==================== block 1
### Placed standard cells, block 1

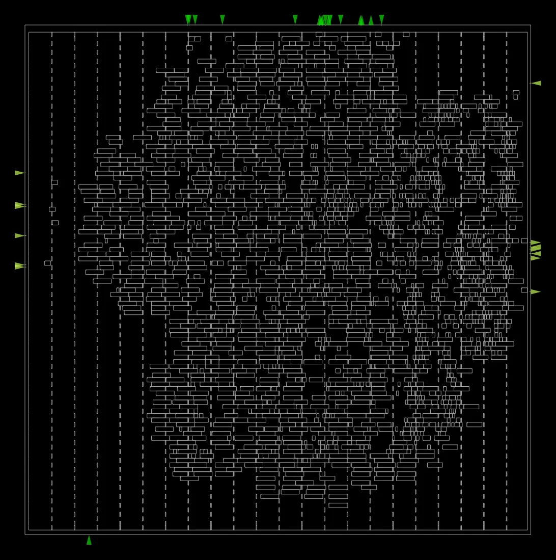

## config.mk

```make
export PLATFORM = sky130hd
export DESIGN_NAME = data_packer
export DESIGN_NICKNAME = d
export VERILOG_FILES = /design/src/rtl/data_packer.sv
export SDC_FILE = /design/constraint.sdc
export NUM_CORES = 1
export LEC_CHECK = 0
export CORE_AREA = 2 2 305 307
export DETAILED_ROUTE_END_ITERATION = 12
export DIE_AREA = 0 0 307 309
export GPL_TIMING_DRIVEN = 1
export PLACE_DENSITY = 0.49
export SYNTH_ARGS = -nofsm -noshare
export SYNTH_HDL_FRONTEND = slang
export SYNTH_SLANG_ARGS = --single-unit
```

## constraint.sdc

```tcl
create_clock -name clk_i -period 7.43 [get_ports clk_i]
set_clock_uncertainty 0.05 [all_clocks]
set_input_delay 1.486 -clock clk_i [delete_from_list [all_inputs] [get_ports clk_i]]
set_output_delay 1.486 -clock clk_i [all_outputs]
set_load 0.02 [all_outputs]
```

## src/rtl/data_packer.sv

```systemverilog
// Frame serializer: header word followed by sign-extended samples, two bytes each, to a
// valid/ready byte sink. Samples are buffered in a small FIFO; dropped samples become zero words.
module data_packer #(
    parameter int          OW    = 14,
    parameter int          USBDW = 8,
    parameter int          NSAMP = 1024,
    parameter int          DEPTH = 16,
    parameter logic [15:0] HDR   = 16'hA55A
) (
    input  logic             clk_i,
    input  logic             rst_i,
    input  logic             start_i,
    input  logic [OW-1:0]    data_i,
    input  logic             valid_i,
    output logic [USBDW-1:0] wdata_o,
    output logic             wvalid_o,
    input  logic             wready_i,
    output logic             overflow_o,
    output logic             busy_o
);

    localparam int          AW = $clog2(DEPTH);
    localparam logic [15:0] NS = 16'(NSAMP);

    typedef enum logic [2:0] {S_IDLE, S_HDR0, S_HDR1, S_HI, S_LO} state_t;
    typedef enum logic [1:0] {K_NONE, K_ZHEAD, K_DATA, K_ZTAIL} kind_t;

    state_t            state_q, state_d;
    logic [7:0]        wdata_q, wdata_d;
    logic              wvalid_q, wvalid_d;
    logic [7:0]        lo_q, lo_d;
    logic              ovf_q, ovf_d;
    logic [AW:0]       rd_q, rd_d, wr_q, wr_d;
    logic [15:0]       in_cnt_q, in_cnt_d, out_cnt_q, out_cnt_d;
    logic [15:0]       zdone_q, zdone_d, drop_q, drop_d;
    logic [OW+15:0]    mem_q [DEPTH];

    // Each FIFO entry carries the number of dropped samples that precede it (zpre).
    logic [AW:0]       cnt;
    logic              empty, full;
    logic [OW+15:0]    head, head2;
    logic [15:0]       head_zpre, head2_zpre;
    logic [15:0]       head_word, head2_word;
    kind_t             cur_kind, nxt_kind;
    logic [15:0]       cur_word, nxt_word;
    logic              xfer, take_start, in_win, acc, push, drop;
    logic              pop_data, consume_tail, consume_zhead;

    function automatic logic [15:0] sext(input logic [OW-1:0] d);
        return 16'($signed(d));
    endfunction

    assign cnt        = wr_q - rd_q;
    assign empty      = (cnt == '0);
    assign full       = (cnt == (AW+1)'(DEPTH));
    assign head       = mem_q[rd_q[AW-1:0]];
    assign head2      = mem_q[rd_q[AW-1:0] + AW'(1)];
    assign head_zpre  = head[OW+15:OW];
    assign head2_zpre = head2[OW+15:OW];
    assign head_word  = sext(head[OW-1:0]);
    assign head2_word = sext(head2[OW-1:0]);

    // Sample currently at the serializer, and the one that follows it once consumed.
    always_comb begin
        cur_kind = K_NONE;
        cur_word = '0;
        nxt_kind = K_NONE;
        nxt_word = '0;
        if (!empty) begin
            if (zdone_q < head_zpre) begin
                cur_kind = K_ZHEAD;
            end else begin
                cur_kind = K_DATA;
                cur_word = head_word;
            end
        end else if (drop_q != '0) begin
            cur_kind = K_ZTAIL;
        end
        case (cur_kind)
            K_ZHEAD: begin
                if (zdone_q + 16'd1 < head_zpre) begin
                    nxt_kind = K_ZHEAD;
                end else begin
                    nxt_kind = K_DATA;
                    nxt_word = head_word;
                end
            end
            K_DATA: begin
                if (cnt > (AW+1)'(1)) begin
                    if (head2_zpre != '0) begin
                        nxt_kind = K_ZHEAD;
                    end else begin
                        nxt_kind = K_DATA;
                        nxt_word = head2_word;
                    end
                end else if (drop_q != '0) begin
                    nxt_kind = K_ZTAIL;
                end
            end
            K_ZTAIL: begin
                if (drop_q > 16'd1) nxt_kind = K_ZTAIL;
            end
            default: nxt_kind = K_NONE;
        endcase
    end

    assign xfer          = wvalid_q & wready_i;
    assign take_start    = (state_q == S_IDLE) & start_i;
    assign in_win        = take_start | ((state_q != S_IDLE) & (in_cnt_q < NS));
    assign acc           = in_win & valid_i;
    assign pop_data      = (state_q == S_LO) & xfer & (cur_kind == K_DATA);
    assign consume_tail  = (state_q == S_LO) & xfer & (cur_kind == K_ZTAIL);
    assign consume_zhead = (state_q == S_LO) & xfer & (cur_kind == K_ZHEAD);
    assign push          = acc & (~full | pop_data);
    assign drop          = acc & ~push;

    always_comb begin
        wr_d      = wr_q + (AW+1)'(push);
        rd_d      = rd_q + (AW+1)'(pop_data);
        ovf_d     = ovf_q | drop;
        in_cnt_d  = take_start ? 16'(acc) : in_cnt_q + 16'(acc);
        out_cnt_d = out_cnt_q;
        zdone_d   = zdone_q;
        drop_d    = drop_q;
        if (take_start) begin
            out_cnt_d = '0;
            zdone_d   = '0;
            drop_d    = '0;
        end else begin
            if (pop_data)           zdone_d = '0;
            else if (consume_zhead) zdone_d = zdone_q + 16'd1;
            if (push)               drop_d = '0;
            else if (drop)          drop_d = drop_q + 16'd1;
            else if (consume_tail)  drop_d = drop_q - 16'd1;
            if ((state_q == S_LO) && xfer) out_cnt_d = out_cnt_q + 16'd1;
        end
    end

    always_comb begin
        state_d  = state_q;
        wvalid_d = wvalid_q;
        wdata_d  = wdata_q;
        lo_d     = lo_q;
        case (state_q)
            S_IDLE: begin
                if (start_i) begin
                    state_d  = S_HDR0;
                    wvalid_d = 1'b1;
                    wdata_d  = HDR[15:8];
                end
            end
            S_HDR0: begin
                if (xfer) begin
                    state_d = S_HDR1;
                    wdata_d = HDR[7:0];
                end
            end
            S_HDR1: begin
                if (xfer) begin
                    state_d  = S_HI;
                    wvalid_d = (cur_kind != K_NONE);
                    wdata_d  = cur_word[15:8];
                    lo_d     = cur_word[7:0];
                end
            end
            S_HI: begin
                if (xfer) begin
                    state_d = S_LO;
                    wdata_d = lo_q;
                end else if (!wvalid_q && cur_kind != K_NONE) begin
                    wvalid_d = 1'b1;
                    wdata_d  = cur_word[15:8];
                    lo_d     = cur_word[7:0];
                end
            end
            S_LO: begin
                if (xfer) begin
                    if (out_cnt_q < NS - 16'd1) begin
                        state_d  = S_HI;
                        wvalid_d = (nxt_kind != K_NONE);
                        wdata_d  = nxt_word[15:8];
                        lo_d     = nxt_word[7:0];
                    end else begin
                        state_d  = S_IDLE;
                        wvalid_d = 1'b0;
                        wdata_d  = '0;
                    end
                end
            end
            default: state_d = S_IDLE;
        endcase
    end

    always_ff @(posedge clk_i or posedge rst_i) begin
        if (rst_i) begin
            state_q   <= S_IDLE;
            wvalid_q  <= 1'b0;
            wdata_q   <= '0;
            lo_q      <= '0;
            ovf_q     <= 1'b0;
            rd_q      <= '0;
            wr_q      <= '0;
            in_cnt_q  <= '0;
            out_cnt_q <= '0;
            zdone_q   <= '0;
            drop_q    <= '0;
        end else begin
            state_q   <= state_d;
            wvalid_q  <= wvalid_d;
            wdata_q   <= wdata_d;
            lo_q      <= lo_d;
            ovf_q     <= ovf_d;
            rd_q      <= rd_d;
            wr_q      <= wr_d;
            in_cnt_q  <= in_cnt_d;
            out_cnt_q <= out_cnt_d;
            zdone_q   <= zdone_d;
            drop_q    <= drop_d;
        end
    end

    // Pushed entry absorbs any drops queued behind the previous entry.
    always_ff @(posedge clk_i) begin
        if (push) mem_q[wr_q[AW-1:0]] <= {drop_q - 16'(consume_tail), data_i};
    end

    assign wdata_o    = wdata_q;
    assign wvalid_o   = wvalid_q;
    assign overflow_o = ovf_q;
    assign busy_o     = (state_q != S_IDLE);

endmodule

```

==================== block 2
`src/rtl/led_pattern_gen.sv`:
```
// WIDTH-bit LED pattern generator: rotate, ping-pong, fill/drain bar and Johnson
// patterns stepped by a programmable prescaler, with parallel load and strobes.
module led_pattern_gen #(
    parameter int WIDTH = 8,
    parameter int DIV_W = 24
) (
    input  logic             clk,
    input  logic             rst,
    input  logic             en,
    input  logic [1:0]       mode,
    input  logic             dir,
    input  logic [DIV_W-1:0] div,
    input  logic             load,
    input  logic [WIDTH-1:0] load_val,
    output logic [WIDTH-1:0] led,
    output logic             tick,
    output logic             wrap
);

    typedef enum logic [1:0] {
        MODE_ROTATE   = 2'b00,
        MODE_PINGPONG = 2'b01,
        MODE_FILL     = 2'b10,
        MODE_JOHNSON  = 2'b11
    } mode_e;

    localparam logic [WIDTH-1:0] LED_SEED = WIDTH'(1);
    localparam logic [WIDTH-1:0] LED_ONES = '1;
    localparam logic [WIDTH-1:0] LED_ZERO = '0;

    mode_e            mode_in;
    mode_e            mode_q;
    logic [DIV_W-1:0] cnt;
    logic             up;

    logic [WIDTH-1:0] step_led;
    logic             step_up;
    logic             step_wrap;

    assign mode_in = mode_e'(mode);

    // Next pattern value if a step were taken this edge; the register decides whether to use it.
    always_comb begin
        // NOTE: every output of this block gets a default first, so no path leaves one unassigned and infers a latch.
        step_led  = led;
        step_up   = up;
        step_wrap = 1'b0;
        unique case (mode_q)
            MODE_ROTATE: begin
                if (dir) begin
                    step_led  = {led[WIDTH-2:0], led[WIDTH-1]};
                    step_wrap = led[WIDTH-1];
                end else begin
                    step_led  = {led[0], led[WIDTH-1:1]};
                    step_wrap = led[0];
                end
            end
            MODE_PINGPONG: begin
                if (up) begin
                    step_led = led << 1;
                    if (step_led[WIDTH-1]) begin
                        step_up   = 1'b0;
                        step_wrap = 1'b1;
                    end
                end else begin
                    step_led = led >> 1;
                    if (step_led[0]) begin
                        step_up   = 1'b1;
                        step_wrap = 1'b1;
                    end
                end
            end
            MODE_FILL: begin
                if (up) begin
                    step_led = {led[WIDTH-2:0], 1'b1};
                    if (step_led == LED_ONES) begin
                        step_up   = 1'b0;
                        step_wrap = 1'b1;
                    end
                end else begin
                    step_led = led >> 1;
                    if (step_led <= LED_SEED) begin
                        step_up   = 1'b1;
                        step_wrap = 1'b1;
                    end
                end
            end
            MODE_JOHNSON: begin
                if (dir) step_led = {led[WIDTH-2:0], ~led[WIDTH-1]};
                else     step_led = {~led[0], led[WIDTH-1:1]};
                step_wrap = (step_led == LED_ZERO);
            end
            default: ;
        endcase
    end

    // Reset also samples mode so the first edge afterwards is not seen as a mode change.
    always_ff @(posedge clk) begin
        // NOTE: state registers use non-blocking assignments so every flop samples pre-edge values.
        if (rst) begin
            led    <= LED_SEED;
            cnt    <= '0;
            up     <= 1'b1;
            tick   <= 1'b0;
            wrap   <= 1'b0;
            mode_q <= mode_in;
        end else begin
            tick   <= 1'b0;
            wrap   <= 1'b0;
            mode_q <= mode_in;
            if (mode_in != mode_q) begin
                led <= LED_SEED;
                up  <= 1'b1;
                cnt <= '0;
            end else if (load) begin
                led <= load_val;
                up  <= 1'b1;
                cnt <= '0;
            end else if (!en) begin
                cnt <= '0;
            end else if (cnt >= div) begin
                led  <= step_led;
                up   <= step_up;
                wrap <= step_wrap;
                tick <= 1'b1;
                cnt  <= '0;
            end else begin
                cnt <= cnt + DIV_W'(1);
            end
        end
    end

endmodule

```
`config.mk`:
```
export PLATFORM = sky130hd
export DESIGN_NAME = led_pattern_gen
export DESIGN_NICKNAME = d
export VERILOG_FILES = /design/src/rtl/led_pattern_gen.sv
export SDC_FILE = /design/constraint.sdc
export NUM_CORES = 1
export LEC_CHECK = 0
export CORE_ASPECT_RATIO = 0.7
export CORE_MARGIN = 10
export CORE_UTILIZATION = 52
export DETAILED_ROUTE_END_ITERATION = 12
export PLACE_DENSITY = 0.8
export SYNTH_ARGS = -nofsm -noshare
export SYNTH_HDL_FRONTEND = slang
export SYNTH_SLANG_ARGS = --single-unit
```
`constraint.sdc`:
```
create_clock -name clk -period 3.1 [get_ports clk]
set_input_delay 0.465 -clock clk [delete_from_list [all_inputs] [get_ports clk]]
set_output_delay 0.465 -clock clk [all_outputs]
set_load 0.05 [all_outputs]
```
==================== block 3
## src/rtl/alu_arb_pkg.sv

```systemverilog
// alu_arb_pkg: shared types and constants for the ALU arbiter slice.
// Holds the arbiter state encoding, default datapath widths and the ALU
// opcode map used by clients and benches.
package alu_arb_pkg;

  localparam int DEF_DATA_W = 8;
  localparam int DEF_SEL_W  = 4;

  typedef enum logic [1:0] {
    IDLE = 2'b00,
    EXEC = 2'b01,
    RESP = 2'b10
  } arb_state_e;

  localparam logic [3:0] OP_ADD  = 4'b0000;
  localparam logic [3:0] OP_SUB  = 4'b0001;
  localparam logic [3:0] OP_MUL  = 4'b0010;
  localparam logic [3:0] OP_DIV  = 4'b0011;
  localparam logic [3:0] OP_SHL  = 4'b0100;
  localparam logic [3:0] OP_SHR  = 4'b0101;
  localparam logic [3:0] OP_ROL  = 4'b0110;
  localparam logic [3:0] OP_ROR  = 4'b0111;
  localparam logic [3:0] OP_AND  = 4'b1000;
  localparam logic [3:0] OP_OR   = 4'b1001;
  localparam logic [3:0] OP_XOR  = 4'b1010;
  localparam logic [3:0] OP_NOR  = 4'b1011;
  localparam logic [3:0] OP_NAND = 4'b1100;
  localparam logic [3:0] OP_XNOR = 4'b1101;
  localparam logic [3:0] OP_GT   = 4'b1110;
  localparam logic [3:0] OP_LE   = 4'b1111;

  // Width of an index able to name any of n requesters (n >= 2).
  function automatic int idx_width(input int n);
    return (n > 1) ? $clog2(n) : 1;
  endfunction

endpackage

```

## src/rtl/alu_rr_pick.sv

```systemverilog
// alu_rr_pick: combinational winner picker for the ALU arbiter.
// Default: round-robin, search starts one past i_last_grant.
// Macro ALU_ARB_FIXED_PRIO_EN: lowest-index requester always wins and
// i_last_grant is ignored.
module alu_rr_pick
  import alu_arb_pkg::*;
#(
  parameter int NUM_REQ = 4,
  parameter int IDX_W   = 2
) (
  input  logic [NUM_REQ-1:0] i_req,
  input  logic [IDX_W-1:0]   i_last_grant,
  output logic [NUM_REQ-1:0] o_grant,
  output logic [IDX_W-1:0]   o_idx,
  output logic               o_any
);

`ifdef ALU_ARB_FIXED_PRIO_EN
  // Fixed priority: scan upward from index 0, first valid requester wins.
  always_comb begin
    logic w_found;
    logic w_hit;
    o_grant = '0;
    o_idx   = '0;
    w_found = 1'b0;
    w_hit   = 1'b0;
    for (int k = 0; k < NUM_REQ; k++) begin
      w_hit      = i_req[k] & ~w_found;
      o_grant[k] = w_hit;
      o_idx      = w_hit ? IDX_W'(k) : o_idx;
      w_found    = w_found | w_hit;
    end
    o_any = w_found;
  end
`else
  // Round-robin: scan offsets 1..NUM_REQ from the last winner, wrapping,
  // so the previous winner is examined last.
  always_comb begin
    logic             w_found;
    logic             w_hit;
    logic [IDX_W:0]   w_sum;
    logic [IDX_W-1:0] w_pos;
    o_grant = '0;
    o_idx   = '0;
    w_found = 1'b0;
    w_hit   = 1'b0;
    w_sum   = '0;
    w_pos   = '0;
    for (int k = 1; k <= NUM_REQ; k++) begin
      w_sum = {1'b0, i_last_grant} + (IDX_W+1)'(k);
      w_sum = (w_sum >= (IDX_W+1)'(NUM_REQ)) ? (w_sum - (IDX_W+1)'(NUM_REQ)) : w_sum;
      w_pos = w_sum[IDX_W-1:0];
      w_hit = i_req[w_pos] & ~w_found;
      o_grant[w_pos] = o_grant[w_pos] | w_hit;
      o_idx   = w_hit ? w_pos : o_idx;
      w_found = w_found | w_hit;
    end
    o_any = w_found;
  end
`endif

endmodule

```

## src/rtl/alu_arbiter.sv

```systemverilog
// alu_arbiter: shares one combinational ALU between NUM_REQ requesters.
// One operation in flight: IDLE (accept) -> EXEC (ALU evaluates registered
// operands) -> RESP (held response until the owner accepts it).
// Build option: ALU_ARB_FIXED_PRIO_EN selects fixed priority in alu_rr_pick.
module alu_arbiter
  import alu_arb_pkg::*;
#(
  parameter int NUM_REQ = 4,
  parameter int DATA_W  = DEF_DATA_W,
  parameter int SEL_W   = DEF_SEL_W
) (
  input  logic                      clk,
  input  logic                      rst,
  input  logic [NUM_REQ-1:0]        req_valid,
  output logic [NUM_REQ-1:0]        req_ready,
  input  logic [NUM_REQ*DATA_W-1:0] req_A,
  input  logic [NUM_REQ*DATA_W-1:0] req_B,
  input  logic [NUM_REQ*SEL_W-1:0]  req_Sel,
  output logic [NUM_REQ-1:0]        rsp_valid,
  input  logic [NUM_REQ-1:0]        rsp_ready,
  output logic [DATA_W-1:0]         rsp_Out,
  output logic                      rsp_Carry,
  output logic                      rsp_Zero,
  output logic                      rsp_Overflow,
  output logic                      busy,
  output logic [DATA_W-1:0]         ALU_A,
  output logic [DATA_W-1:0]         ALU_B,
  output logic [SEL_W-1:0]          ALU_Sel,
  input  logic [DATA_W-1:0]         ALU_Out,
  input  logic                      CarryOut,
  input  logic                      Zero,
  input  logic                      Overflow
);

  localparam int IDX_W = idx_width(NUM_REQ);

  arb_state_e         r_state;
  logic [IDX_W-1:0]   r_owner;
  logic [NUM_REQ-1:0] r_owner_oh;
  logic [IDX_W-1:0]   r_last_grant;
  logic [DATA_W-1:0]  r_alu_a;
  logic [DATA_W-1:0]  r_alu_b;
  logic [SEL_W-1:0]   r_alu_sel;
  logic [DATA_W-1:0]  r_rsp_out;
  logic               r_rsp_carry;
  logic               r_rsp_zero;
  logic               r_rsp_ovf;
  logic [NUM_REQ-1:0] r_rsp_valid;

  logic [NUM_REQ-1:0] w_grant;
  logic [IDX_W-1:0]   w_idx;
  logic               w_any;
  logic [DATA_W-1:0]  w_sel_a;
  logic [DATA_W-1:0]  w_sel_b;
  logic [SEL_W-1:0]   w_sel_op;
  logic               w_owner_ready;

  alu_rr_pick #(
    .NUM_REQ (NUM_REQ),
    .IDX_W   (IDX_W)
  ) u_pick (
    .i_req        (req_valid),
    .i_last_grant (r_last_grant),
    .o_grant      (w_grant),
    .o_idx        (w_idx),
    .o_any        (w_any)
  );

  // AND-OR mux of the winning requester's operands and opcode.
  always_comb begin
    w_sel_a  = '0;
    w_sel_b  = '0;
    w_sel_op = '0;
    for (int i = 0; i < NUM_REQ; i++) begin
      w_sel_a  = w_sel_a  | (req_A[i*DATA_W +: DATA_W] & {DATA_W{w_grant[i]}});
      w_sel_b  = w_sel_b  | (req_B[i*DATA_W +: DATA_W] & {DATA_W{w_grant[i]}});
      w_sel_op = w_sel_op | (req_Sel[i*SEL_W +: SEL_W] & {SEL_W{w_grant[i]}});
    end
  end

  // Only the owner's rsp_ready can retire the response.
  assign w_owner_ready = |(rsp_ready & r_owner_oh);

  // Accept is combinational so the handshake completes in the IDLE cycle.
  assign req_ready = (r_state == IDLE) ? w_grant : {NUM_REQ{1'b0}};

  // Single FSM: accept/latch in IDLE, capture in EXEC, hold in RESP.
  always_ff @(posedge clk) begin
    if (rst) begin
      r_state      <= IDLE;
      r_owner      <= '0;
      r_owner_oh   <= '0;
      r_last_grant <= IDX_W'(NUM_REQ - 1);
      r_alu_a      <= '0;
      r_alu_b      <= '0;
      r_alu_sel    <= '0;
      r_rsp_out    <= '0;
      r_rsp_carry  <= 1'b0;
      r_rsp_zero   <= 1'b0;
      r_rsp_ovf    <= 1'b0;
      r_rsp_valid  <= '0;
    end else begin
      case (r_state)
        IDLE: begin
          if (w_any) begin
            r_alu_a    <= w_sel_a;
            r_alu_b    <= w_sel_b;
            r_alu_sel  <= w_sel_op;
            r_owner    <= w_idx;
            r_owner_oh <= w_grant;
            r_state    <= EXEC;
          end else begin
            r_state    <= IDLE;
          end
        end
        EXEC: begin
          r_rsp_out   <= ALU_Out;
          r_rsp_carry <= CarryOut;
          r_rsp_zero  <= Zero;
          r_rsp_ovf   <= Overflow;
          r_rsp_valid <= r_owner_oh;
          r_state     <= RESP;
        end
        RESP: begin
          if (w_owner_ready) begin
            r_rsp_valid  <= '0;
            r_last_grant <= r_owner;
            r_state      <= IDLE;
          end else begin
            r_state      <= RESP;
          end
        end
        default: begin
          r_rsp_valid <= '0;
          r_state     <= IDLE;
        end
      endcase
    end
  end

  assign busy         = (r_state != IDLE);
  assign rsp_valid    = r_rsp_valid;
  assign rsp_Out      = r_rsp_out;
  assign rsp_Carry    = r_rsp_carry;
  assign rsp_Zero     = r_rsp_zero;
  assign rsp_Overflow = r_rsp_ovf;
  assign ALU_A        = r_alu_a;
  assign ALU_B        = r_alu_b;
  assign ALU_Sel      = r_alu_sel;

endmodule

```

## config.mk

```make
export PLATFORM = sky130hd
export DESIGN_NAME = alu_arbiter
export DESIGN_NICKNAME = d
export VERILOG_FILES = /design/src/rtl/alu_arb_pkg.sv /design/src/rtl/alu_rr_pick.sv /design/src/rtl/alu_arbiter.sv
export SDC_FILE = /design/constraint.sdc
export NUM_CORES = 1
export LEC_CHECK = 0
export CAP_MARGIN = 5
export CORE_UTILIZATION = 42
export DETAILED_ROUTE_END_ITERATION = 6
export PLACE_DENSITY = 0.93
export SETUP_SLACK_MARGIN = 0.2
export SYNTH_ARGS = -nofsm -noshare
export SYNTH_HDL_FRONTEND = slang
export SYNTH_SLANG_ARGS = --single-unit
export TNS_END_PERCENT = 1
```

## constraint.sdc

```tcl
create_clock -name clk -period 6.3 [get_ports clk]
set_clock_uncertainty 0.2 [all_clocks]
set_input_delay 1.26 -clock clk [delete_from_list [all_inputs] [get_ports clk]]
set_output_delay 1.26 -clock clk [all_outputs]
set_load 0.01 [all_outputs]
```


## Gallery

Nets reached from selected ports.
panel A
Drawn at 3 px/micron.
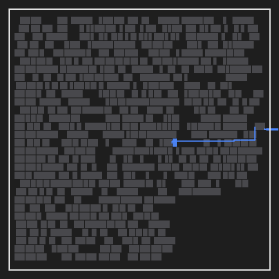
panel B
Drawn at 1 px/micron.
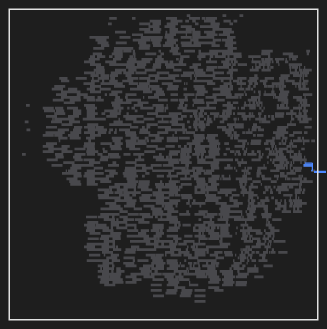
panel C
Drawn at 3 px/micron.
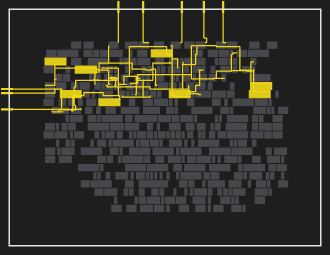
Panel A is block 3.
Panel B is block 1.
Panel C is block 2.
The one with the most cells is panel B.
The one with the largest die is panel B.

### I/O pins on the die edge, block 3

Drawn at 6 px/micron. Pins as bars across the die edge, other pins in gray.
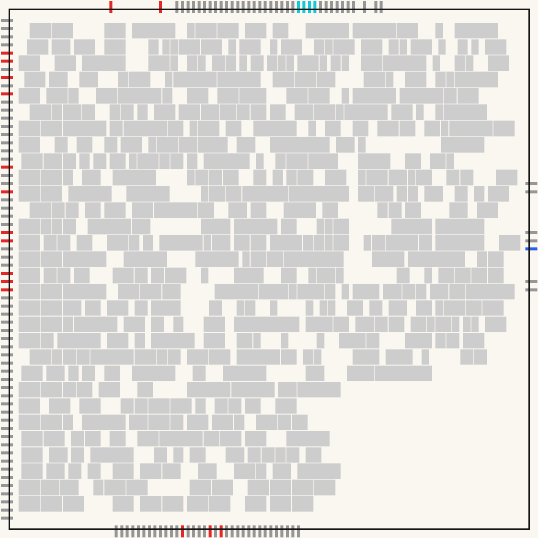
legend:
  cyan:
    port: rsp_ready
    pins: 4
    direction: input
    edge: top
  red:
    port: req_Sel
    pins: 16
    direction: input
    edge: 11 left, 3 bottom, 2 top
  blue:
    port: busy
    pins: 1
    direction: output
    edge: right
all pins by edge: 62 left, 38 top, 34 bottom, 7 right
die extent in y: 86.4 microns
quantity of I/O buffers inserted on ports: 140
horizontal die size: 86.4 microns

### Logic cells by family, block 3

Drawn at 6 px/micron.
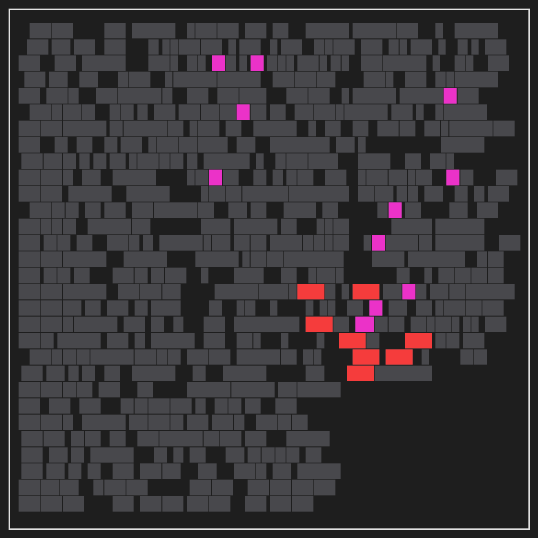
legend:
  magenta:
    family: AND and OR gates
    cells: 11
    most_used: and3_1
  red:
    family: adder and majority cells
    cells: 8
    most_used: ha_1

==> flow_summary.toml, block 3 <==
# generated from flow reports
[outcome]
run_status = "finished clean"

[clock_tree]
cts_htree_levels = 2
postCtsHoldBufs = 0
clk-insertion-delay-late_ns = 0.30
cts.root.buffer_cell = "clkbuf_8"

[synth]
yosys.area_share.simple_pct = 16.3
yosysUniqueCellTypes = 53
ys_ff = 45

[critical_path]
crit_path_max_fanout = 6
worst-endpoint-required_ns = 4.84
cpMaxStageDelayCell = "mux4_2"
path_common_cell = "buf_4"
timing.critical_path.depth = 12

[sta]
rsz0062_at_grt = "yes"
final-max-slew-violation-count = 0
max_clock_freq_ghz = 0.164

[final_layout]
layout_top_cells_excl_fill_tap = "clkdlybuf4s50_1, dfxtp_1, a31oi_1"

[placement]
place_worst_setup_slack_ns = 0.125
## block 3: routing by layer
metal	vias to the layer above	part of all wire, %	global-route usage, %
met5	-	0	0
met4	0	3.2	11.5
met3	33	8.3	6.38
met2	199	49	50.9
met1	1722	40	35.8
li1	1678	-	-
## block 3: metrics by stage
step | hold WS (ns) | power (W)
detailed placement | 0.246 | 0.000788
global placement | 0.242 | 0.000775
floorplan | 0.253 | 0.000581
global route | 0.275 | 0.00108
finish | 0.257 | 0.00103
CTS | 0.257 | 0.00101
## block 3: final cells by class
cell class,instances,area [sq um]
clock inverter,1,30.0
multi-input combinational,270,1950
clock buffer,7,86.3
sequential,45,901
inverter,12,45.0
tap,96,120
timing repair buffer,164,1580
fill,541,2110
## block 3: power breakdown
group          internal (W)  switching, W
Sequential         0.000324     0.0000249
Clock              0.000129      0.000100
Combinational      0.000220      0.000229
Total              0.000674      0.000354
### Logic cells by family, block 2

Drawn at 4 px/micron.
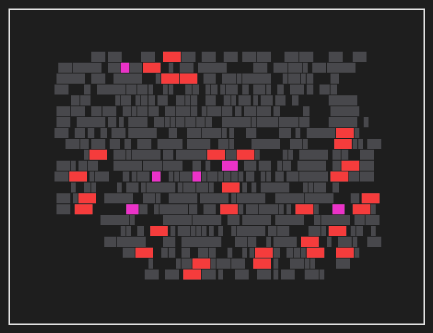
legend:
  red:
    family: adder and majority cells
    cells: 29
    most_used: ha_1
  magenta:
    family: AND and OR gates
    cells: 6
    most_used: and4_1

==> flow_summary.toml, block 2 <==
# generated from flow reports
[critical_path]
slowest_delay_ns = 0.48
crit_path_max_fanout = 5
worstSetupStartpointType = "input port"

[sta]
final-max-slew-violation-count = 0
fin_crit_sh_pct = 92.2
rsz0062_at_grt = "no"
max_clock_freq_ghz = 0.350
finalHoldViolCount = 0
layout_min_cycle_time_ns = 2.86

[clock_tree]
resized_cells_post_cts = 0
postCtsHoldBufs = 0

[routing]
antenna_left = 0
detail_route.vias_per_cell = 5.44
m1WireLength_mm = 2.93
routed_wire_length_per_instance_microns = 14.1
detailroute.via_count = 2261
dr_wl_met2_mm = 2.40
drt_iter0_markers = 201

[hold_path]
destination_of_the_worst_hold_path = "cnt[0]"

[final_layout]
finish.utilization_pct = 67.2
top_register = "cnt"
insertedDiodeCount = 0

[floorplan]
ioPinCount = 49

[power]
cellPowerDensity_mw_per_mm2 = 306
p_leak_nw = 1.37
power.sequential.total_w = 0.000488

[global_routing]
grt.met3_usage_pct = 4.64
grt_util_met2_pct = 19.9

[synth]
synth_top_flop_cell = "dfxtp_1"
yosysUniqueCellTypes = 42
yosysWarningCount = 0
area_leaders = "dfxtp_1, ha_1, nor2_1, xor2_1, inv_1"
synthCells = 306
syn_area_sq_mm = 0.00253

[outcome]
run_status = "finished clean"

[flow_run]
warning_count = 29
## block 2: worst max-delay path by stage
stage | endpoint | startpoint
after global placement | cnt[23] | div[2]
after floorplan | led[7] | div[2]
after global routing | wrap | div[22]
final | wrap | div[21]
after CTS | cnt[0] | div[2]
after detailed placement | cnt[0] | div[2]
## block 2: final cells by class
type	instances	area, sq um
Multi-Input combinational cell	230	1640
Fill cell	424	1550
Sequential cell	37	741
Clock buffer	7	86.3
Inverter	31	116
Timing Repair Buffer	54	526
Tap cell	57	71.3
## block 2: cells by family after synthesis
logic type      share of synthesized area (%)
fa+ha+maj                                14.3
buf+inv                                  5.89
mux                                      4.55
compound gates                           15.5
simple gates                             21.8
xor+xnor                                 8.65
flops                                    29.3
## block 2: synthesized netlist by cell type, types with 2 or more instances
cell / count
xnor2_1: 8
nand4_1: 10
nor2_1: 48
inv_1: 31
nand2_1: 18
dfxtp_1: 37
nand3_1: 8
buf_2: 2
o21ai_0: 6
ha_1: 29
xor2_1: 17
nor2b_1: 9
o21ai_1: 2
mux2i_1: 10
clkbuf_1: 6
nand2b_1: 2
o32ai_1: 2
a21o_1: 2
a21oi_1: 18
nor3b_1: 3
nor3_1: 3
a211oi_1: 3
and4_1: 2
a22oi_1: 12
### I/O pins on the die edge, block 1

Drawn at 1.5 px/micron. Pins as bars across the die edge, other pins in gray.
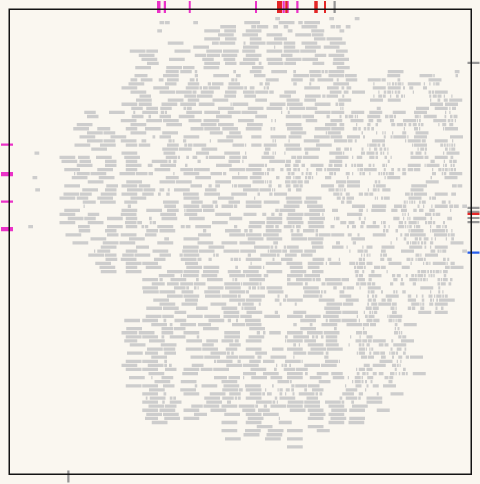
legend:
  magenta:
    port: data_i
    pins: 14
    direction: input
    edge: 8 top, 6 left
  red:
    port: wdata_o
    pins: 8
    direction: output
    edge: 7 top, 1 right
  blue:
    port: overflow_o
    pins: 1
    direction: output
    edge: right
quantity of I/O buffers inserted on ports: 29
die extent in y: 309 microns
horizontal die size: 307 microns

About 'Placed standard cells' of block 1:
number of placement rows: 111
Core Region: 0.0914 sq mm
fill cell total of the finished layout: 8643
fin cells: 2987
fraction of area in registers: 53.5%

==> flow_summary.toml, block 1 <==
# generated from flow reports
[global_routing]
grt.met3_usage_pct = 2.90
maximum_number_of_pins_on_one_net_before_global_route_repair = 67
vias_in_the_first_global_route = 16900
met1_usage_pct = 23.9
grt_remaining_overflow = 0

[critical_path]
slowest_delay_ns = 1.04
critPathCapture = "mem_q[4][27]"
worst-endpoint-required_ns = 7.66
critical_path_arrival_ns = 6.44
path_common_cell = "buf_4"

[final_layout]
clock_buffer_count = 90
dominant-cell-class = "flip-flops and latches"
layout.sequential_cells = 575
layout.area.comb_sq_mm = 0.0100
area_share_clock_buf_inv_pct = 6.90
buf_share_pct = 2.34
n_multi_input_combinational_cell = 975

[clock_tree]
cts.root.buffer_cell = "clkbuf_16"
postCtsHoldBufs = 0
clk-insertion-delay-late_ns = 0.61

[outcome]
run_status = "finished clean"

[floorplan]
n_tap_cell = 1186

[routing]
detail_route.vias_per_cell = 5.48
detailroute.via_count = 16400

[sta]
max_clock_freq_ghz = 0.161
timing.final.ws_setup_ns = 1.23
final-max-slew-violation-count = 0

[synth]
netlist.top_cell.by_area = "edfxtp_1"
number_of_enable_type_register_cells_in_the_synthesized_netlist = 480
yosys.cell_count.top_type = "edfxtp_1"

[placement]
routability_congestion_estimate_from_global_placement = 0.877
hpwl_mm = 53.7
[block 1: flip-flops by register name, summed over array words and instances, names as in the netlist]
signal and count:
lo_q 8, mem_q 480, rd_q 5, out_cnt_q 16, wr_q 5, in_cnt_q 16
zdone_q 16, wdata_o 8, drop_q 16, overflow_o 1, wvalid_o 1, state_q 3
[block 1: worst min-delay path by stage]
stage                           from  cells after the start  slack (ns)          to
after detailed placement  overflow_o                      1        0.41  overflow_o
after floorplan              rd_q[4]                      1        0.41     rd_q[4]
after CTS                 overflow_o                      1        0.43  overflow_o
after global placement    overflow_o                      1        0.40  overflow_o
after global routing      overflow_o                      1        0.44  overflow_o
final                     overflow_o                      1        0.42  overflow_o
[block 1: logic make-up (layout without fill, tap and decap cells)]
family                     after synthesis  in the layout  synth area share (%)
DFF                                    575            575                  61.7
and+or+nand+nor                        423            423                  8.32
muxes                                  237            237                  18.0
AOI/OAI and AO/OA                      202            202                  5.50
buffers and inverters                  138            251                  2.18
xor gates and xnor gates                63             63                  2.03
adders and majority gates               50             50                  2.32
[block 1: power by group]
part	internal [W]	switching [W]
clock network	0.00196	0.00133
registers	0.00399	0.000289
logic	0.000534	0.00108
total	0.00649	0.00270


## Gallery

Cell sizes after repair.
Plate I
Drawn at 6 px/micron.
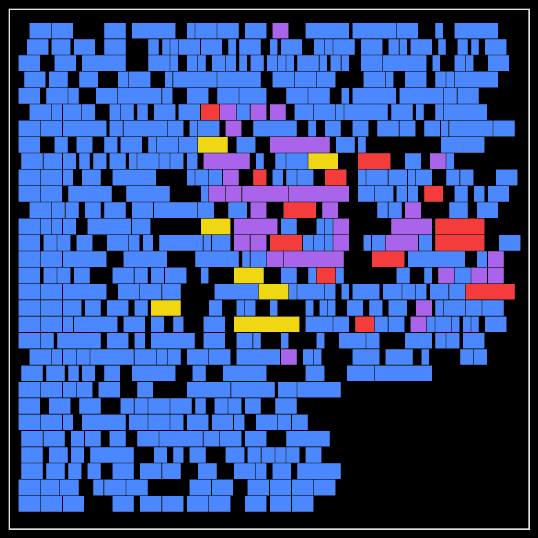
Plate II
Drawn at 4 px/micron.
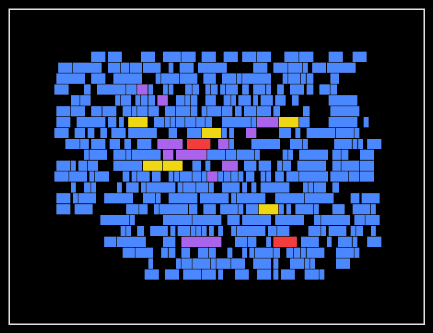
Plate III
Drawn at 1.5 px/micron.
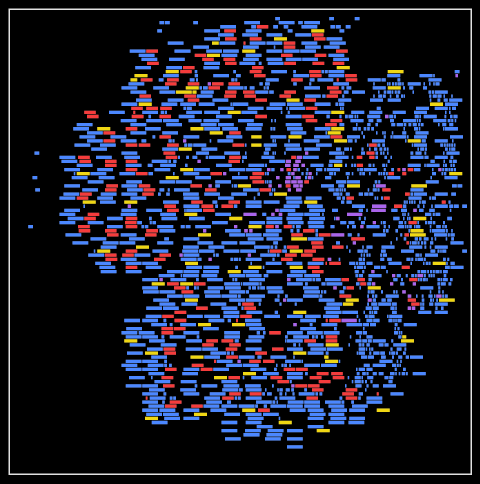
- block 3 = Plate I
- block 2 = Plate II
- block 1 = Plate III
- most cells: Plate III

Key to Plate III:
legend:
  yellow:
    size: _6 and larger
    cells: 85
  blue:
    size: _0 and _1 cells
    cells: 1395
  red:
    size: _2 cells
    cells: 243
  purple:
    size: _3 and _4 cells
    cells: 78

Power figures rest on the tool's default switching activity, not on a simulated workload.
